######## alu_driver ########
### Placed cells, one color a class, alu_driver

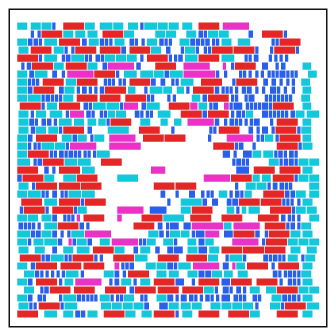

### src/rtl/alu_pkg.sv
// alu_pkg: opcode constants, driver FSM state type and opcode-range helper.
package alu_pkg;

  typedef logic [3:0] op_t;

  localparam op_t OP_ADD  = 4'd0;
  localparam op_t OP_ADDC = 4'd1;
  localparam op_t OP_SUB  = 4'd2;
  localparam op_t OP_AND  = 4'd3;
  localparam op_t OP_OR   = 4'd4;
  localparam op_t OP_XOR  = 4'd5;
  localparam op_t OP_NOR  = 4'd6;
  localparam op_t OP_SLT  = 4'd7;
  localparam op_t OP_SHL  = 4'd8;
  localparam op_t OP_SHR  = 4'd9;
  localparam op_t OP_LAST = 4'd9;

  typedef enum logic [1:0] {
    S_IDLE,
    S_EXEC,
    S_RESP
  } state_t;

  function automatic logic is_err(input op_t op);
    return op > OP_LAST;
  endfunction

endpackage

### src/rtl/alu_driver.sv
// alu_driver: issues one command at a time to an external ALU and returns a tagged response.
// Optional accumulator operand source enabled by defining ALU_DRV_ACC_EN.
module alu_driver
  import alu_pkg::*;
#(
  parameter int TAG_W = 4,
  parameter int CNT_W = 16
) (
  input  logic             clk,
  input  logic             rst,
  input  logic             cmd_valid,
  output logic             cmd_ready,
  input  logic [3:0]       cmd_op,
  input  logic [31:0]      cmd_a,
  input  logic [31:0]      cmd_b,
  input  logic             cmd_acc,
  input  logic [TAG_W-1:0] cmd_tag,
  output logic [31:0]      A,
  output logic [31:0]      B,
  output logic [3:0]       ALU_Sel,
  input  logic [31:0]      ALU_Out,
  input  logic             CarryOut,
  output logic             rsp_valid,
  input  logic             rsp_ready,
  output logic [31:0]      rsp_data,
  output logic             rsp_carry,
  output logic             rsp_err,
  output logic [TAG_W-1:0] rsp_tag,
  output logic [CNT_W-1:0] ops_cnt
);

  state_t      state;
  logic [31:0] a_src;
  logic        op_err;

  assign cmd_ready = state == S_IDLE && !rst;
  assign rsp_valid = state == S_RESP && !rst;
  assign op_err    = is_err(ALU_Sel);

`ifdef ALU_DRV_ACC_EN
  logic [31:0] acc;
  assign a_src = cmd_acc ? acc : cmd_a;
  always_ff @(posedge clk) begin
    if (rst)
      acc <= '0;
    else if (state == S_RESP && rsp_ready && !rsp_err)
      acc <= rsp_data;
  end
`else
  logic unused_acc;
  assign unused_acc = cmd_acc;
  assign a_src      = cmd_a;
`endif

  always_ff @(posedge clk) begin
    if (rst) begin
      state     <= S_IDLE;
      A         <= '0;
      B         <= '0;
      ALU_Sel   <= '0;
      rsp_data  <= '0;
      rsp_carry <= 1'b0;
      rsp_err   <= 1'b0;
      rsp_tag   <= '0;
      ops_cnt   <= '0;
    end else begin
      case (state)
        S_IDLE: if (cmd_valid) begin
          A       <= a_src;
          B       <= cmd_b;
          ALU_Sel <= cmd_op;
          rsp_tag <= cmd_tag;
          state   <= S_EXEC;
        end
        S_EXEC: begin
          rsp_data  <= op_err ? '0 : ALU_Out;
          rsp_carry <= op_err ? 1'b0 : CarryOut;
          rsp_err   <= op_err;
          state     <= S_RESP;
        end
        S_RESP: if (rsp_ready) begin
          ops_cnt <= ops_cnt + 1'b1;
          state   <= S_IDLE;
        end
        default: state <= S_IDLE;
      endcase
    end
  end

endmodule

### config.mk
export PLATFORM = sky130hd
export DESIGN_NAME = alu_driver
export DESIGN_NICKNAME = d
export VERILOG_FILES = /design/src/rtl/alu_pkg.sv /design/src/rtl/alu_driver.sv
export SDC_FILE = /design/constraint.sdc
export NUM_CORES = 1
export LEC_CHECK = 0
export ABC_AREA = 1
export CORE_MARGIN = 2
export CORE_UTILIZATION = 43
export CTS_CLUSTER_DIAMETER = 80
export DETAILED_ROUTE_END_ITERATION = 12
export PLACE_DENSITY = 0.87
export SLEW_MARGIN = 20
export SYNTH_ARGS = -nofsm -noshare
export SYNTH_HDL_FRONTEND = slang
export SYNTH_SLANG_ARGS = --single-unit
### constraint.sdc
create_clock -name clk -period 2.1 [get_ports clk]
set_input_delay 0.525 -clock clk [delete_from_list [all_inputs] [get_ports clk]]
set_output_delay 0.525 -clock clk [all_outputs]
set_load 0.03 [all_outputs]
######## gpio_in_debounce ########
File: config.mk
export PLATFORM = sky130hd
export DESIGN_NAME = gpio_in_debounce
export DESIGN_NICKNAME = d
export VERILOG_FILES = /design/src/rtl/gpio_pkg.sv /design/src/rtl/gpio_sync2.sv /design/src/rtl/gpio_in_debounce.sv
export SDC_FILE = /design/constraint.sdc
export NUM_CORES = 1
export LEC_CHECK = 0
export CORE_MARGIN = 8
export CORE_UTILIZATION = 61
export CTS_BUF_LIST = sky130_fd_sc_hd__clkbuf_4
export DETAILED_ROUTE_END_ITERATION = 12
export PLACE_DENSITY = 0.94
export SYNTH_ARGS = -nofsm -noshare
export SYNTH_HDL_FRONTEND = slang
export SYNTH_SLANG_ARGS = --single-unit
File: constraint.sdc
create_clock -name clk25 -period 4.5 [get_ports clk25]
set_input_delay 0.675 -clock clk25 [delete_from_list [all_inputs] [get_ports clk25]]
set_output_delay 0.675 -clock clk25 [all_outputs]
set_load 0.005 [all_outputs]
File: src/rtl/gpio_pkg.sv
// Shared definitions for the MCU GPIO input conditioning paths.
package gpio_pkg;

  // Debounce FSM encoding
  typedef enum logic {
    STABLE   = 1'b0,
    CHANGING = 1'b1
  } deb_state_e;

  // 10 ms at 25 MHz
  localparam int unsigned DEBOUNCE_CYCLES_25MHZ_10MS = 250000;

  // Width of the wrapping press counter
  localparam int unsigned PRESS_CNT_W = 16;

endpackage

File: src/rtl/gpio_sync2.sv
// Two-flop synchroniser for an asynchronous pad level, with a configurable reset value.
module gpio_sync2 #(
  parameter logic RST_VAL = 1'b1
) (
  input  logic clk_i,
  input  logic rst_i,
  input  logic d_i,
  output logic q_o
);

  logic s1_q;
  logic s2_q;

  // Metastability chain: only the second stage is used downstream
  always_ff @(posedge clk_i or posedge rst_i) begin
    if (rst_i) begin
      s1_q <= RST_VAL;
      s2_q <= RST_VAL;
    end else begin
      s1_q <= d_i;
      s2_q <= s1_q;
    end
  end

  assign q_o = s2_q;

endmodule

File: src/rtl/gpio_in_debounce.sv
// Push-button input conditioner: synchronise, debounce, edge pulses, sticky press
// flag with acknowledge, overrun indication and a wrapping press counter.
module gpio_in_debounce
  import gpio_pkg::*;
#(
  parameter int unsigned DEBOUNCE_CYCLES = DEBOUNCE_CYCLES_25MHZ_10MS,
  parameter int unsigned CNT_W           = 18,
  parameter bit          ACTIVE_LOW      = 1'b1,
  parameter logic        IDLE_LEVEL      = 1'b1
) (
  input  logic                   clk25,
  input  logic                   fpga_rst,
  input  logic                   pad_in,
  input  logic                   event_ack,
  output logic                   level_out,
  output logic                   rise_pulse,
  output logic                   fall_pulse,
  output logic                   event_flag,
  output logic                   overrun,
  output logic [PRESS_CNT_W-1:0] press_cnt
);

  localparam logic [CNT_W-1:0] CNT_LAST = CNT_W'(DEBOUNCE_CYCLES - 1);

  logic                   pad_s2;
  deb_state_e             state_q, state_d;
  logic [CNT_W-1:0]       cnt_q, cnt_d;
  logic                   level_q, level_d;
  logic                   rise_q, rise_d;
  logic                   fall_q, fall_d;
  logic                   flag_q, flag_d;
  logic                   ovr_q, ovr_d;
  logic [PRESS_CNT_W-1:0] press_cnt_q, press_cnt_d;
  logic                   differ_c;
  logic                   commit_c;
  logic                   press_c;

  gpio_sync2 #(
    .RST_VAL (IDLE_LEVEL)
  ) u_sync (
    .clk_i (clk25),
    .rst_i (fpga_rst),
    .d_i   (pad_in),
    .q_o   (pad_s2)
  );

  assign differ_c = (pad_s2 != level_q);

  // FSM state and stability counter register
  always_ff @(posedge clk25 or posedge fpga_rst) begin
    if (fpga_rst) begin
      state_q <= STABLE;
      cnt_q   <= '0;
    end else begin
      state_q <= state_d;
      cnt_q   <= cnt_d;
    end
  end

  // Next state: count consecutive cycles the synchronised pad disagrees with the output
  always_comb begin
    state_d = state_q;
    cnt_d   = '0;
    case (state_q)
      STABLE: begin
        if (differ_c) begin
          state_d = CHANGING;
          cnt_d   = CNT_W'(1);
        end
      end
      CHANGING: begin
        if (!differ_c || (cnt_q == CNT_LAST)) begin
          state_d = STABLE;
        end else begin
          cnt_d = cnt_q + CNT_W'(1);
        end
      end
    endcase
  end

  // Output decode: commit, edge pulses, press bookkeeping
  always_comb begin
    commit_c    = (state_q == CHANGING) && differ_c && (cnt_q == CNT_LAST);
    level_d     = commit_c ? pad_s2 : level_q;
    rise_d      = commit_c & pad_s2;
    fall_d      = commit_c & ~pad_s2;
    press_c     = ACTIVE_LOW ? fall_d : rise_d;
    press_cnt_d = press_c ? press_cnt_q + PRESS_CNT_W'(1) : press_cnt_q;
    // a press wins over ack for the flag; ack always drops overrun
    flag_d      = press_c | (flag_q & ~event_ack);
    ovr_d       = event_ack ? 1'b0 : (ovr_q | (press_c & flag_q));
  end

  // Registered outputs
  always_ff @(posedge clk25 or posedge fpga_rst) begin
    if (fpga_rst) begin
      level_q     <= IDLE_LEVEL;
      rise_q      <= 1'b0;
      fall_q      <= 1'b0;
      flag_q      <= 1'b0;
      ovr_q       <= 1'b0;
      press_cnt_q <= '0;
    end else begin
      level_q     <= level_d;
      rise_q      <= rise_d;
      fall_q      <= fall_d;
      flag_q      <= flag_d;
      ovr_q       <= ovr_d;
      press_cnt_q <= press_cnt_d;
    end
  end

  assign level_out  = level_q;
  assign rise_pulse = rise_q;
  assign fall_pulse = fall_q;
  assign event_flag = flag_q;
  assign overrun    = ovr_q;
  assign press_cnt  = press_cnt_q;

endmodule

######## ifft_1d_4_stream ########
`config.mk`:
```
export PLATFORM = sky130hd
export DESIGN_NAME = ifft_1d_4_stream
export DESIGN_NICKNAME = d
export VERILOG_FILES = /design/src/rtl/ifft_1d_4_stream_pkg.sv /design/src/rtl/ifft_1d_4_stream_butterfly.sv /design/src/rtl/ifft_1d_4_stream.sv
export SDC_FILE = /design/constraint.sdc
export NUM_CORES = 1
export LEC_CHECK = 0
export ABC_AREA = 1
export CAP_MARGIN = 25
export CELL_PAD_IN_SITES_DETAIL_PLACEMENT = 0
export CELL_PAD_IN_SITES_GLOBAL_PLACEMENT = 2
export CORE_MARGIN = 1.5
export CORE_UTILIZATION = 29
export DETAILED_ROUTE_END_ITERATION = 10
export MAX_ROUTING_LAYER = met4
export PLACE_DENSITY_LB_ADDON = 0.05
export SLEW_MARGIN = 10
export SYNTH_ARGS = -nofsm -noshare
export SYNTH_HDL_FRONTEND = slang
export SYNTH_HIERARCHICAL = 1
export SYNTH_SLANG_ARGS = --single-unit
export TNS_END_PERCENT = 100
```
`constraint.sdc`:
```
create_clock -name clk -period 7.3 [get_ports clk]
set_input_delay 1.095 -clock clk [delete_from_list [all_inputs] [get_ports clk]]
set_output_delay 1.095 -clock clk [all_outputs]
set_load 0.01 [all_outputs]
```
`src/rtl/ifft_1d_4_stream_pkg.sv`:
```
// Shared constants and types for the streaming 4-point inverse FFT.
// Optional build macro IFFT_ROUND_EN (round-half-up scaling) is consumed by ifft4_butterfly.
package ifft_1d_4_stream_pkg;

    localparam int N  = 4;
    localparam int W  = 16;
    localparam int SW = W + 2;

    // Q8.8 unity
    localparam logic signed [W-1:0] ONE = 16'sh0100;

    typedef struct packed {
        logic signed [W-1:0] r;
        logic signed [W-1:0] i;
    } cplx_t;

    typedef cplx_t [N-1:0] frame_t;

endpackage

```
`src/rtl/ifft_1d_4_stream_butterfly.sv`:
```
// Combinational 4-point inverse DFT with 1/4 scaling, no multipliers.
// IFFT_ROUND_EN selects round-half-up instead of floor on the final >>>2.
module ifft4_butterfly
    import ifft_1d_4_stream_pkg::*;
(
    input  frame_t spec,
    output frame_t td
);

    function automatic logic signed [SW-1:0] ext(input logic signed [W-1:0] v);
        return {{2{v[W-1]}}, v};
    endfunction

    function automatic logic signed [W-1:0] scale(input logic signed [SW-1:0] s);
        logic signed [SW-1:0] t;
`ifdef IFFT_ROUND_EN
        t = s + SW'(2);
`else
        t = s;
`endif
        return t[SW-1:2];
    endfunction

    logic signed [SW-1:0] x0r, x0i, x1r, x1i, x2r, x2i, x3r, x3i;

    assign x0r = ext(spec[0].r);
    assign x0i = ext(spec[0].i);
    assign x1r = ext(spec[1].r);
    assign x1i = ext(spec[1].i);
    assign x2r = ext(spec[2].r);
    assign x2i = ext(spec[2].i);
    assign x3r = ext(spec[3].r);
    assign x3i = ext(spec[3].i);

    // j*(a+jb) = -b + ja, so the +/-j terms trade real and imaginary parts
    always_comb begin
        td[0].r = scale(x0r + x1r + x2r + x3r);
        td[0].i = scale(x0i + x1i + x2i + x3i);
        td[1].r = scale(x0r - x1i - x2r + x3i);
        td[1].i = scale(x0i + x1r - x2i - x3r);
        td[2].r = scale(x0r - x1r + x2r - x3r);
        td[2].i = scale(x0i - x1i + x2i - x3i);
        td[3].r = scale(x0r + x1i - x2r - x3i);
        td[3].i = scale(x0i - x1r - x2i + x3r);
    end

endmodule

```
`src/rtl/ifft_1d_4_stream.sv`:
```
// Streaming 4-point IFFT: collects X0..X3, computes once, drains x0..x3 in natural order.
// Build macro IFFT_ROUND_EN enables round-half-up scaling in the butterfly.
module ifft_1d_4_stream
    import ifft_1d_4_stream_pkg::*;
(
    input  logic         clk,
    input  logic         rst,
    input  logic         in_valid,
    input  logic [W-1:0] in_r,
    input  logic [W-1:0] in_i,
    output logic         out_valid,
    output logic [W-1:0] out_r,
    output logic [W-1:0] out_i,
    output logic         out_last
);

    frame_t     buffer;
    frame_t     bank;
    frame_t     res;
    logic [1:0] in_cnt;
    logic [1:0] out_cnt;
    logic       frame_ready;
    logic       bank_full;

    ifft4_butterfly u_bfly (
        .spec (buffer),
        .td   (res)
    );

    // NOTE: sample storage carries no reset; counters and flags alone decide what is valid.
    always_ff @(posedge clk) begin
        if (!rst && in_valid) begin
            buffer[in_cnt] <= '{r: in_r, i: in_i};
        end
        if (!rst && frame_ready) begin
            bank <= res;
        end
    end

    always_ff @(posedge clk) begin
        if (rst) begin
            in_cnt      <= '0;
            frame_ready <= 1'b0;
        end else begin
            frame_ready <= in_valid && (in_cnt == 2'd3);
            if (in_valid) begin
                in_cnt <= in_cnt + 2'd1;
            end
        end
    end

    // x0 bypasses the bank so it appears on the same edge the bank loads
    always_ff @(posedge clk) begin
        if (rst) begin
            out_valid <= 1'b0;
            out_last  <= 1'b0;
            out_r     <= '0;
            out_i     <= '0;
            out_cnt   <= '0;
            bank_full <= 1'b0;
        end else if (frame_ready) begin
            out_valid <= 1'b1;
            out_last  <= 1'b0;
            out_r     <= res[0].r;
            out_i     <= res[0].i;
            out_cnt   <= 2'd1;
            bank_full <= 1'b1;
        end else if (bank_full) begin
            out_valid <= 1'b1;
            out_last  <= (out_cnt == 2'd3);
            out_r     <= bank[out_cnt].r;
            out_i     <= bank[out_cnt].i;
            out_cnt   <= out_cnt + 2'd1;
            if (out_cnt == 2'd3) begin
                bank_full <= 1'b0;
            end
        end else begin
            out_valid <= 1'b0;
            out_last  <= 1'b0;
        end
    end

endmodule
```

==> gallery <==
Pin map.
Pins as bars across the die edge, other pins in gray.
image #1
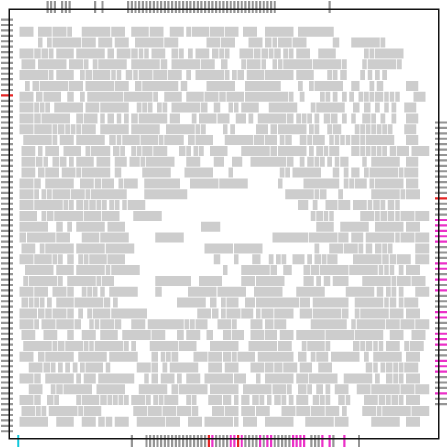
image #2
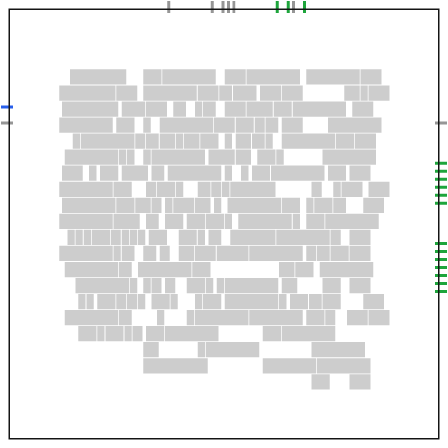
image #3
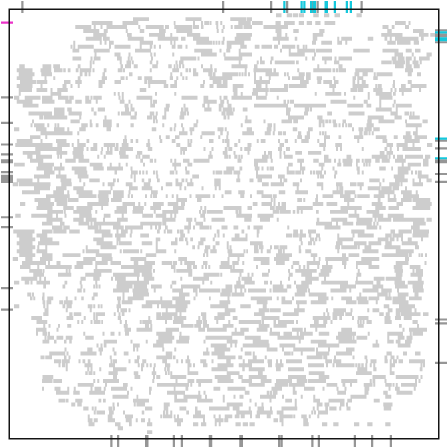
Image #1 comes from alu_driver.
Image #2 comes from gpio_in_debounce.
Image #3 comes from ifft_1d_4_stream.
Of these, fewest pins: image #2
Of these, most pins: image #1

Key to image #3:
| color | port | pins | direction | edge |
|---|---|---|---|---|
| magenta | clk | 1 | input | left |
| cyan | out_i | 16 | output | 11 top, 5 right |

### Routed metal, one color a layer, gpio_in_debounce

Two of the layers only.
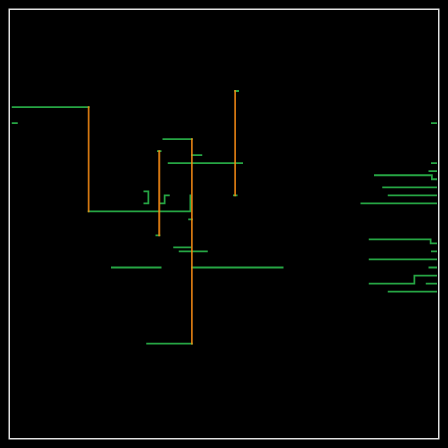
| color | layer | wire length |
|---|---|---|
| orange | met4 | 84.3 um |
| green | met3 | 189 um |
wire per inst: 15.2 um
Via Count: 1,363
GR Util All Layers: 0.158

==> impl_metrics.toml, gpio_in_debounce <==
# synthesis and place-and-route metrics
[yosys]
edf_count = 0
common_cells = "dfrtp_1, nor2_1, xnor2_1, nand2_1, nand3_1"
yosys-top-cells-area = "dfrtp_1, xnor2_1, nor2_1"
yosys_most_used_dff = "dfrtp_1"
avgSynthCellArea_sq_um = 11.0
logic_family = "simple AND/OR/NAND/NOR gates"

[floorplan]
io_pins = 25
dieArea_sq_um = 5260
die_x_um = 72.6
nWellTaps = 44

[finish]
seq_cells = 42
clk_share = 0.0357
comb_share = 0.367
n_all_inverters = 6

[power]
p_total_mw = 0.642
comb_power_share = 0.026
p_int_mw = 0.509
clock_net_power_mw = 0.242
p_comb_mw = 0.0167
pg_seq_mw = 0.383

[setup_path]
critPathMaxFanout = 17
r2r_start = "cnt_q[0]$_DFF_PP0_"
cp_top_family = "simple AND/OR/NAND/NOR gates"
startpoint = "cnt_q[0]$_DFF_PP0_"

[final_timing]
hold_viol = 0

[placement]
dp.cells = 242

[status]
status = "finished, final reports clean"

[min_path]
min_from = "u_sync.s1_q$_DFF_PP1_"

[clocking]
cts-hold-fix-buffers = 0

[route]
drt-total-wl_um = 3810
[gpio_in_debounce: per-stage QoR]
stage | util | setup slack [ns]
6_report | 0.757 | 2.30
5_1_grt | 0.757 | 2.14
4_1_cts | 0.757 | 2.31
3_5_place_dp | 0.730 | 2.33
3_3_place_gp | 0.730 | 2.48
2_1_floorplan | - | 2.70
[gpio_in_debounce: sequential cells by signal, indices dropped and copies added, names as in the netlist]
signal / count
cnt_q: 18
event_flag: 1
fall_pulse: 1
level_out: 1
overrun: 1
press_cnt: 16
rise_pulse: 1
state_q: 1
u_sync.q_o: 1
u_sync.s1_q: 1
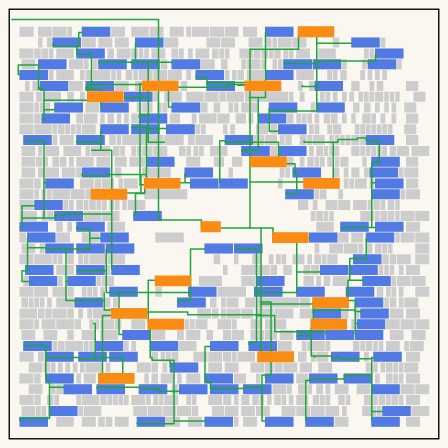
*Routed clock nets over the placement, alu_driver*
[orange] cells driving clock nets | count: 17
[green] clock wires | length: 1,550 um
[blue] flip-flops | count: 124
routed clock nets: 18
flops lie: widely spread
Clock power frac: 0.428
Clk power: 2.89 mW
clock insertion delay at the later pin of the skew report: 0.51 ns
Clock Skew: 0.00672 ns

Notes on 'Placed cells, one color a class' of alu_driver above:
| color | class | cells | share of their area |
|---|---|---|---|
| red | flops | 124 | 33% |
| cyan | other buffers and delay cells | 246 | 34% |
| blue | all other logic | 446 | 26% |
| magenta | clock drivers and dummy loads | 31 | 7.7% |
sequential portion of the cell area: 0.320
final core occ: 0.747
Core Area: 10,400 sq um

==> impl_metrics.toml, alu_driver <==
# synthesis and place-and-route metrics
[status]
status = "finished, final reports clean"

[global_route]
grtUsageMet2 = 0.434
grt_pass1_wl_um = 21900
use_met1 = 0.249
antenna_found_initial = 0

[yosys]
aoi_share = 0.140
syn_nets = 717
yosys-top-cells-area = "dfxtp_1, nor2_1, o21ai_0"
yosys_register_bits = 124
postSynthSeqShare = 0.539

[clocking]
cts_tree = "done"
htree_levels = 4

[finish]
clkbuf_count = 24
fin_area_sq_um = 7750
instances_no_fill = 983
comb_share = 0.241

[route]
drt-total-wl_um = 14400

[final_timing]
hold_viol = 0
postLayoutSetupSlackWorst_ns = 0.0384
period_needed_ns = 2.06

[setup_path]
path_buffers = 1
path_cells = "clkdlybuf4s50_1"
critPathRequiredTime_ns = 1.57

[placement]
dpl_worst_slack_ns = 0.0796
place_area_sq_um = 7080

[floorplan]
die_x_um = 107

[power]
p_sw_frac = 0.265
==> alu_driver: path summary, 6_finish.rpt <==
kind	start	endpoint	slack [ns]	cells after the start
setup / recovery	A[30]$_SDFFE_PP0P_	A[30]	0.04	1
hold / removal	rst	state[1]$_SDFFE_PP0P_	0.32	4
setup reg to reg	ops_cnt[0]$_SDFFE_PP0P_	ops_cnt[6]$_SDFFE_PP0P_	0.55	6
hold reg to reg	rsp_data[5]$_SDFFE_PP0N_	rsp_data[5]$_SDFFE_PP0N_	0.46	2
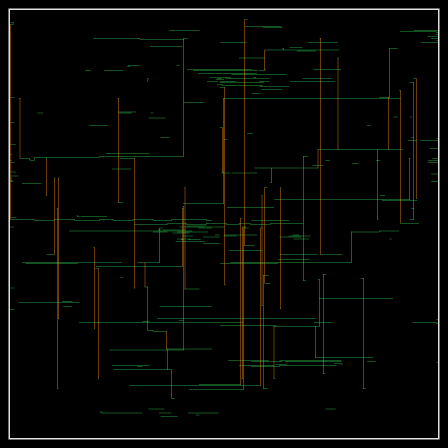
*Routed metal, one color a layer, ifft_1d_4_stream*
Two of the layers only.
| color | layer | wire length |
|---|---|---|
| orange | met4 | 3,330 um |
| green | met3 | 3,960 um |
GR Util All Layers: 0.225
Routed Wire Length: 93,300 um
wire per inst: 23.0 um
Via Count: 18.5k

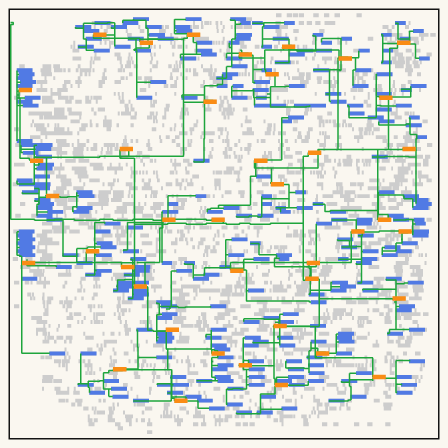
*Routed clock nets over the placement, ifft_1d_4_stream*
[green] clock wires | length: 5,800 um
[orange] cells driving clock nets | count: 40
[blue] flip-flops | count: 296
flops lie: widely spread

==> impl_metrics.toml, ifft_1d_4_stream <==
# synthesis and place-and-route metrics
[finish]
antennaDiodeCount = 0
drive_above_1_share = 0.0570
clk_share = 0.0445
final_cell_mix = "nand2_1, inv_1, fa_1, edfxtp_1, nand3_1"
signal_buffers = 81
nNetsFinal = 3314
regArea_sq_um = 8490
logic_area_sq_um = 13700
seq_share = 0.302

[route]
dr.max_layer_used = "met4"
drt_pre_antenna_iters = 6

[power]
power_leader = "the clock network"
pg_seq_mw = 1.94
p_total_mw = 5.48
clock_net_power_mw = 1.96
p_clk_frac = 0.359
peakVddDrop_mv = 0.148

[setup_path]
regToRegSetupSlack_ns = 3.70
critPathRequiredTime_ns = 7.72
cp_top_family = "adder cells"
worstSetupPathType = "reg2reg"
critPathMaxFanout = 6
path_buffers = 3
endpoint = "out_i[15]$_SDFFE_PP0P_"
reg2reg_to = "out_i[15]$_SDFFE_PP0P_"
crit_top_cell = "nand2_1"

[yosys]
yosys-top-cells-area = "edfxtp_1, fa_1, nand2_1"
yosys_most_used_dff = "edfxtp_1"
syn_inst = 2795
ys_chip_area_sq_um = 24900
ys_warn_count = 6
async_flop_share = 0
common_cells = "nand2_1, inv_1, fa_1, edfxtp_1, nand3_1"
yosys_register_bits = 296
ys_cells = 2795

[placement]
io_buffers = 68

[final_timing]
setup_violations = 0
slew_headroom = 0.286

[job]
tool_warnings = 29

[clocking]
post-cts-setup-buffers = 0
cts_tree = "done"
clock_latency_ns = 0.59
cts_buffers = 40
cts_root_buf = "clkbuf_16"

[global_route]
grtUsageMet2 = 0.368
grt_pass1_vias = 19162
gr-max-usage-layer = "met2"
antenna_found_initial = 0
use_met1 = 0.288

[floorplan]
core_sq_um = 85100
io_pins = 69
die_x_um = 296
fp_util = 0.292

[status]
status = "finished, final reports clean"

[min_path]
hold_class = "reg2reg"
holdPathStages = 1
-- ifft_1d_4_stream: through the flow --
| step | setup WS [ns] | cell area, sq um | std cells | hold WS, ns | util |
|---|---|---|---|---|---|
| global route | 3.43 | 28100 | 4058 | 0.559 | 0.330 |
| floorplan | 2.08 | 24900 | 2795 | 0.480 | - |
| detailed placement | 3.70 | 26900 | 3986 | 0.522 | 0.316 |
| finish | 3.70 | 28100 | 4058 | 0.530 | 0.330 |
| CTS | 3.69 | 28100 | 4058 | 0.530 | 0.330 |
| global placement | 3.70 | 26900 | 3986 | 0.503 | 0.316 |

Power and IR drop assume default switching activity.
